==================== issue_age_select
Fig. 1: issue_age_select, metal layers overlaid
Scale: 3 px per µm. Two of the layers only.
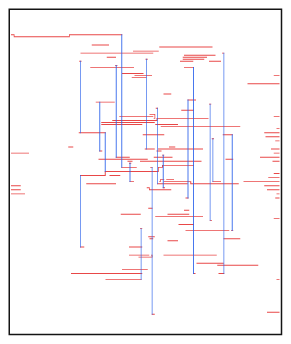

**src/rtl/issue_age_select.sv**
```systemverilog
// issue_age_select: oldest-first select for one issue queue.
// An age matrix tracks relative allocation order between occupied slots.
// Each cycle the logic grants the oldest eligible slot when the FU port is
// ready, and it registers the index of the issued slot for the next stage.
// Optional build macro ISSUE_SELECT_PERF_EN adds saturating issue and stall
// counters as extra outputs.
//
// Handshake: a slot presents "valid" when it is occupied, requesting, not
// killed, and no flush is active. io_fu_ready is the FU's "ready". A uop
// transfers only in a cycle where both are high and that slot is the oldest
// valid one. io_grant marks that transfer, and no transfer occurs without it.
module issue_age_select #(
  parameter int NUM_SLOTS = 8,
  parameter int IDX_W     = 3
) (
  input  logic                 clk,
  input  logic                 reset,
  input  logic                 io_alloc_valid,
  input  logic [IDX_W-1:0]     io_alloc_idx,
  input  logic [NUM_SLOTS-1:0] io_request,
  input  logic [NUM_SLOTS-1:0] io_kill,
  input  logic                 io_flush,
  input  logic                 io_fu_ready,
  output logic [NUM_SLOTS-1:0] io_grant,
  output logic [NUM_SLOTS-1:0] io_occupied,
  output logic                 io_iss_valid,
  output logic [IDX_W-1:0]     io_iss_idx,
  output logic                 io_alloc_err
`ifdef ISSUE_SELECT_PERF_EN
  ,
  output logic [15:0]          io_perf_issued,
  output logic [15:0]          io_perf_stall
`endif
);

  // older_q[i][j] = 1 means slot i was allocated before slot j
  logic [NUM_SLOTS-1:0][NUM_SLOTS-1:0] older_q, older_d;
  logic [NUM_SLOTS-1:0] occ_q, occ_d;
  logic [NUM_SLOTS-1:0] elig, blocked, grant, occ_free, alloc_hot;
  logic [IDX_W-1:0]     grant_idx;
  logic                 iss_valid_q;
  logic [IDX_W-1:0]     iss_idx_q;
  logic                 err_q, err_d;

  // Slots that may compete this cycle; a flush silences everyone
  always_comb begin
    elig = occ_q & io_request & ~io_kill & {NUM_SLOTS{~io_flush}};
  end

  // A slot is blocked if any other eligible slot is older than it.
  // Age entries of non-eligible slots are masked by elig.
  always_comb begin
    blocked = '0;
    for (int i = 0; i < NUM_SLOTS; i++) begin
      for (int j = 0; j < NUM_SLOTS; j++) begin
        if (j != i) begin
          blocked[i] = blocked[i] | (elig[j] & older_q[j][i]);
        end
      end
    end
  end

  // Zero-latency oldest-first grant
  always_comb begin
    grant = {NUM_SLOTS{io_fu_ready}} & elig & ~blocked;
  end

  assign io_grant = grant;

  // Binary encode of the (at most one-hot) grant vector
  always_comb begin
    grant_idx = '0;
    for (int i = 0; i < NUM_SLOTS; i++) begin
      if (grant[i]) begin
        grant_idx = IDX_W'(i);
      end
    end
  end

  // Occupancy after grant/kill frees, before allocation. A flush suppresses allocation.
  always_comb begin
    occ_free  = occ_q & ~grant & ~io_kill;
    alloc_hot = '0;
    for (int i = 0; i < NUM_SLOTS; i++) begin
      alloc_hot[i] = io_alloc_valid & ~io_flush & (io_alloc_idx == IDX_W'(i));
    end
    occ_d = io_flush ? '0 : (occ_free | alloc_hot);
    err_d = err_q | (|(alloc_hot & occ_free));
  end

  // Allocated slot becomes youngest: every surviving occupant is older than it
  always_comb begin
    older_d = older_q;
    for (int k = 0; k < NUM_SLOTS; k++) begin
      if (alloc_hot[k]) begin
        for (int j = 0; j < NUM_SLOTS; j++) begin
          older_d[j][k] = (j != k) ? occ_free[j] : 1'b0;
        end
        older_d[k] = '0;
      end
    end
  end

  // State and issue register update
  always_ff @(posedge clk or negedge reset) begin
    if (!reset) begin
      occ_q       <= '0;
      older_q     <= '0;
      iss_valid_q <= 1'b0;
      iss_idx_q   <= '0;
      err_q       <= 1'b0;
    end else begin
      occ_q       <= occ_d;
      older_q     <= older_d;
      iss_valid_q <= |grant;
      if (|grant) begin
        iss_idx_q <= grant_idx;
      end
      err_q       <= err_d;
    end
  end

  assign io_occupied  = occ_q;
  assign io_iss_valid = iss_valid_q;
  assign io_iss_idx   = iss_idx_q;
  assign io_alloc_err = err_q;

`ifdef ISSUE_SELECT_PERF_EN
  logic [15:0] perf_issued_q, perf_stall_q;

  // Saturating issue/stall counters, cleared by flush
  always_ff @(posedge clk or negedge reset) begin
    if (!reset) begin
      perf_issued_q <= '0;
      perf_stall_q  <= '0;
    end else if (io_flush) begin
      perf_issued_q <= '0;
      perf_stall_q  <= '0;
    end else begin
      if ((|grant) && (perf_issued_q != 16'hFFFF)) begin
        perf_issued_q <= perf_issued_q + 16'd1;
      end
      if ((|elig) && !io_fu_ready && (perf_stall_q != 16'hFFFF)) begin
        perf_stall_q <= perf_stall_q + 16'd1;
      end
    end
  end

  assign io_perf_issued = perf_issued_q;
  assign io_perf_stall  = perf_stall_q;
`endif

endmodule

```
**config.mk**
```make
export PLATFORM = sky130hd
export DESIGN_NAME = issue_age_select
export DESIGN_NICKNAME = d
export VERILOG_FILES = /design/src/rtl/issue_age_select.sv
export SDC_FILE = /design/constraint.sdc
export NUM_CORES = 1
export LEC_CHECK = 0
export ABC_AREA = 1
export CAP_MARGIN = 20
export CORE_ASPECT_RATIO = 1.2
export CORE_UTILIZATION = 39
export CTS_BUF_LIST = sky130_fd_sc_hd__clkbuf_4
export DETAILED_ROUTE_END_ITERATION = 8
export GPL_ROUTABILITY_DRIVEN = 0
export GPL_TIMING_DRIVEN = 0
export HOLD_SLACK_MARGIN = 0.15
export PLACE_DENSITY_LB_ADDON = 0.1
export SLEW_MARGIN = 20
export SYNTH_ARGS = -nofsm -noshare
export SYNTH_HDL_FRONTEND = slang
export SYNTH_SLANG_ARGS = --single-unit
```
**constraint.sdc**
```tcl
create_clock -name clk -period 1.53 [get_ports clk]
set_input_delay 0.153 -clock clk [delete_from_list [all_inputs] [get_ports clk]]
set_output_delay 0.153 -clock clk [all_outputs]
set_load 0.02 [all_outputs]
```
==================== cic_decimator
<file path="config.mk">
export PLATFORM = sky130hd
export DESIGN_NAME = cic_decimator
export DESIGN_NICKNAME = d
export VERILOG_FILES = /design/src/rtl/cic_decimator.sv
export SDC_FILE = /design/constraint.sdc
export NUM_CORES = 2
export LEC_CHECK = 0
export CORE_AREA = 10 10 322 324
export DETAILED_ROUTE_END_ITERATION = 8
export DIE_AREA = 0 0 332 334
export GPL_TIMING_DRIVEN = 1
export PLACE_DENSITY = 0.8
export SLEW_MARGIN = 20
export SYNTH_ARGS = -nofsm -noshare
export SYNTH_HDL_FRONTEND = slang
export SYNTH_SLANG_ARGS = --single-unit
</file>
<file path="constraint.sdc">
create_clock -name clk -period 17.8 [get_ports clk]
set_input_delay 3.56 -clock clk [delete_from_list [all_inputs] [get_ports clk]]
set_output_delay 3.56 -clock clk [all_outputs]
set_load 0.05 [all_outputs]
</file>
<file path="src/rtl/cic_decimator.sv">
// N-stage Hogenauer CIC decimator (differential delay 1): integrators at the input
// rate, decimate by R, N comb stages at the output rate, full-precision output.
module cic_decimator #(
  parameter int INPUT_WIDTH  = 2,
  parameter int N            = 6,
  parameter int R            = 256,
  parameter int OUTPUT_WIDTH = 50
) (
  input  logic                           clk,
  input  logic                           rst_n,
  input  logic                           in_valid,
  input  logic signed [INPUT_WIDTH-1:0]  in_data,
  output logic                           out_valid,
  output logic signed [OUTPUT_WIDTH-1:0] out_data
);

  localparam int CNT_W     = $clog2(R);
  localparam int REG_WIDTH = INPUT_WIDTH + N * CNT_W;
  localparam logic [CNT_W-1:0] CNT_MAX = CNT_W'(R - 1);

  typedef logic signed [REG_WIDTH-1:0] reg_t;

  reg_t             integ [N];
  reg_t             d     [N];
  reg_t             x_in  [N];
  reg_t             comb_out;
  reg_t             in_ext;
  logic [CNT_W-1:0] cnt;
  logic             dec_stb;

  assign in_ext  = reg_t'(in_data);
  assign dec_stb = in_valid && (cnt == CNT_MAX);

  // Comb chain fed from the last integrator's value before this edge's update.
  always_comb begin
    reg_t acc;
    // NOTE: every variable written here gets a value before any branch or loop,
    // so no path leaves it holding its old value and no latch is inferred.
    acc = integ[N-1];
    for (int k = 0; k < N; k++) begin
      x_in[k] = acc;
      acc     = acc - d[k];
    end
    comb_out = acc;
  end

  always_ff @(posedge clk) begin
    if (!rst_n) begin
      // NOTE: these arrays are working registers, not RAM, so they are cleared on
      // reset; a stale comb delay would corrupt the output after a mid-run reset.
      for (int k = 0; k < N; k++) begin
        integ[k] <= '0;
        d[k]     <= '0;
      end
      cnt       <= '0;
      out_valid <= 1'b0;
      out_data  <= '0;
    end else begin
      // NOTE: non-blocking updates mean integ[k-1] below is the pre-edge value,
      // which is exactly the pipelined-integrator behaviour we want.
      out_valid <= dec_stb;
      if (in_valid) begin
        integ[0] <= integ[0] + in_ext;
        for (int k = 1; k < N; k++) begin
          integ[k] <= integ[k] + integ[k-1];
        end
        cnt <= dec_stb ? '0 : cnt + 1'b1;
      end
      if (dec_stb) begin
        for (int k = 0; k < N; k++) begin
          d[k] <= x_in[k];
        end
        out_data <= OUTPUT_WIDTH'(comb_out);
      end
    end
  end

endmodule

</file>
Fig. 2: issue_age_select, cell placement
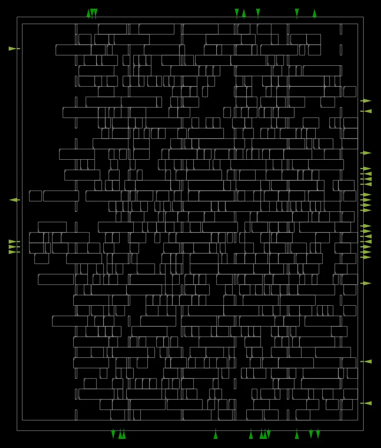
Seq area share: 33.4%
Filler cells: 817
core area: 9030 µm²
final cell count without fillers: 657

## Picture notes: Fig. 1
Key: blue = metal 4 [wire length 549 µm]; red = metal 3 [wire length 746 µm]

==> results.sh, issue_age_select <==
# yosys + openroad results
export IMPL_status="finished with violations"
export IMPL_violations="negative setup slack"
export IMPL_hold_ws_ns=0.163
export IMPL_antenna_found_initial=0
export IMPL_path_class="reg -> out"
export IMPL_inv_count=53
export IMPL_port_buffer_count=42
export IMPL_finalCriticalPeriod_ns=1.89
export IMPL_vias=3609
export IMPL_dr_max_layer_used="met4"
export IMPL_finalSetupViolations=59
export IMPL_grt_use_met3_pct=2.61
export IMPL_synth_area_per_cell_um2=8.41
export IMPL_warnings=29
export IMPL_fin_ws_ns=-0.360
export IMPL_htreeDepth=3
export IMPL_yosysCellCount=433
export IMPL_worst_pin_slew_ns=0.413
export IMPL_fin_worst_skew_ns=0.0210
export IMPL_cp_depth=11
export IMPL_hp_class="in -> async"
export IMPL_diodes=0
export IMPL_dieArea_um2=9730
issue_age_select: repair_timing:
action,4_1_cts,5_1_grt
endpoints found under the hold margin,69,0
setup buffers,24,18
pin swaps,32,25
endpoints found under the setup margin,90,77
resized,139,67
gates cloned,2,0
hold buffers,1,0
issue_age_select: kinds of logic (layout without fill, tap and decap cells):
group | Yosys count | after routing | synth area share (%)
AND-OR/OR-AND | 86 | 86 | 12.8
buffers and inverters | 64 | 167 | 8.31
flip-flops | 69 | 69 | 47.4
AND/OR/NAND/NOR | 214 | 215 | 31.5
issue_age_select: registers in the layout, indices dropped and copies added (netlist names):
| register | flops |
|---|---|
| io_iss_valid | 1 |
| io_occupied | 8 |
| older_q | 56 |
| io_iss_idx | 3 |
| io_alloc_err | 1 |
issue_age_select: Yosys cell counts, types with 4 or more instances:
cell,instances,area share [%]
a21oi_2,4,0.96
nand2_1,55,5.7
nor2_4,11,3.4
o22ai_1,7,1.2
inv_1,44,4.5
nand2_2,16,2.7
buf_6,7,2.2
o21ai_0,32,4.4
nand2_4,6,1.9
a21oi_1,6,0.82
nor2_2,10,1.7
inv_2,8,0.82
dfrtp_1,69,47
nand3_1,79,11
o21ai_1,34,4.7
nor2_1,32,3.3
Fig. 3: cic_decimator, metal layers overlaid
Scale: 1 px per µm. Two of the layers only.
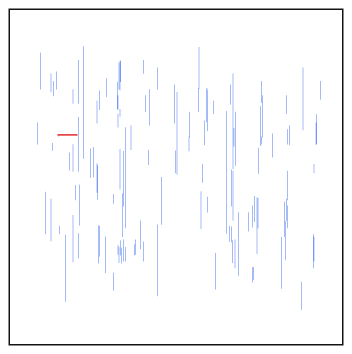
Key: red = metal 5 [wire length 18.4 µm]; blue = metal 4 [wire length 3610 µm]

==> results.sh, cic_decimator <==
# yosys + openroad results
export IMPL_status="complete, no violations"
export IMPL_fin_worst_skew_ns=0.0314
export IMPL_dr_pass1_iters=5
export IMPL_yosysWarnings=0
export IMPL_core_region_area_um2=97600
export IMPL_common_cells="edfxtp_1 (600), ha_1 (589), a21oi_1 (504)"
export IMPL_crit_path_frequent_cell="a21o_1"
export IMPL_ys_sh_xor_pct=8.61
export IMPL_clock_sinks=659
export IMPL_clockBufferDepth=3
export IMPL_r2r_cells=65
export IMPL_grt_pass1_vias=39403
export IMPL_drt_iter0_drc=2263
export IMPL_top_area_cell="edfxtp_1"
export IMPL_top_area_share_pct=34.0
export IMPL_top_regs="d x300, integ x300, out_data x50"
export IMPL_ys_area_um2=52900
export IMPL_drcViolationCount=0
export IMPL_gp_congestion=0.919
export IMPL_path_class="reg -> reg"
export IMPL_htreeDepth=3
export IMPL_place_inst=6959
export IMPL_finalNonFillerCells=7092
export IMPL_top_logic_kind="AND-OR/OR-AND gates"
export IMPL_dieArea_um2=111000
export IMPL_fin_ws_ns=4.67
-- cic_decimator: worst max-delay path by stage --
stage / end / slack (ns) / cells after the start
finish: out_data[49]$_SDFFE_PN0P_ / 4.67 / 65
CTS: out_data[49]$_SDFFE_PN0P_ / 4.73 / 65
detailed placement: out_data[49]$_SDFFE_PN0P_ / 4.81 / 65
floorplan: integ[0][0]$_SDFFCE_PN0P_ / 6.09 / 2
global placement: out_data[49]$_SDFFE_PN0P_ / 5.22 / 66
global route: out_data[49]$_SDFFE_PN0P_ / 3.59 / 65
-- cic_decimator: area by class of cell --
type,count,area [µm²],area share (%)
multi-input combinational,4471,31500,55.2
sequential,659,19200,33.7
clock buffer,93,1950,3.43
inverter,475,1800,3.15
tap,1287,1610,2.82
timing repair buffer,67,664,1.16
clock inverter,39,323,0.566
antenna,1,2.50,0.00439
-- cic_decimator: worst reg2reg max path, delay by kind of cell, from the launching register on --
kind / cells / cell delay [ns]
buffers and inverters: 1 / 0.06
xor gates and xnor gates: 7 / 1.24
AOI/OAI and AO/OA: 40 / 7.86
and+or+nand+nor: 10 / 1.15
adders and majority gates: 7 / 2.33
DFF: 1 / 0.35


==> notes/layouts.md <==
Pictures saved along the way, in no particular order.

Signal metal coverage by tile.
(a)
Scale: 3 px per µm. The die is cut into 18 by 22 equal tiles; dark blue is low, red is high, scaled to the fullest tile. Values are wire area over tile area, all layers added.
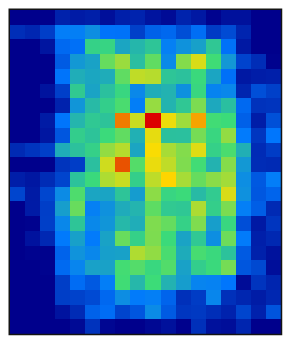
(b)
Scale: 1 px per µm. The die is cut into 33 by 33 equal tiles; dark blue is low, red is high, scaled to the fullest tile. Values are wire area over tile area, all layers added.
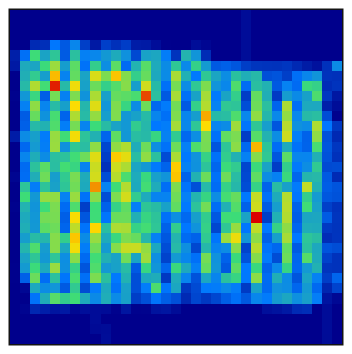
issue_age_select -> (a)
cic_decimator -> (b)
Of these, largest die: (b)

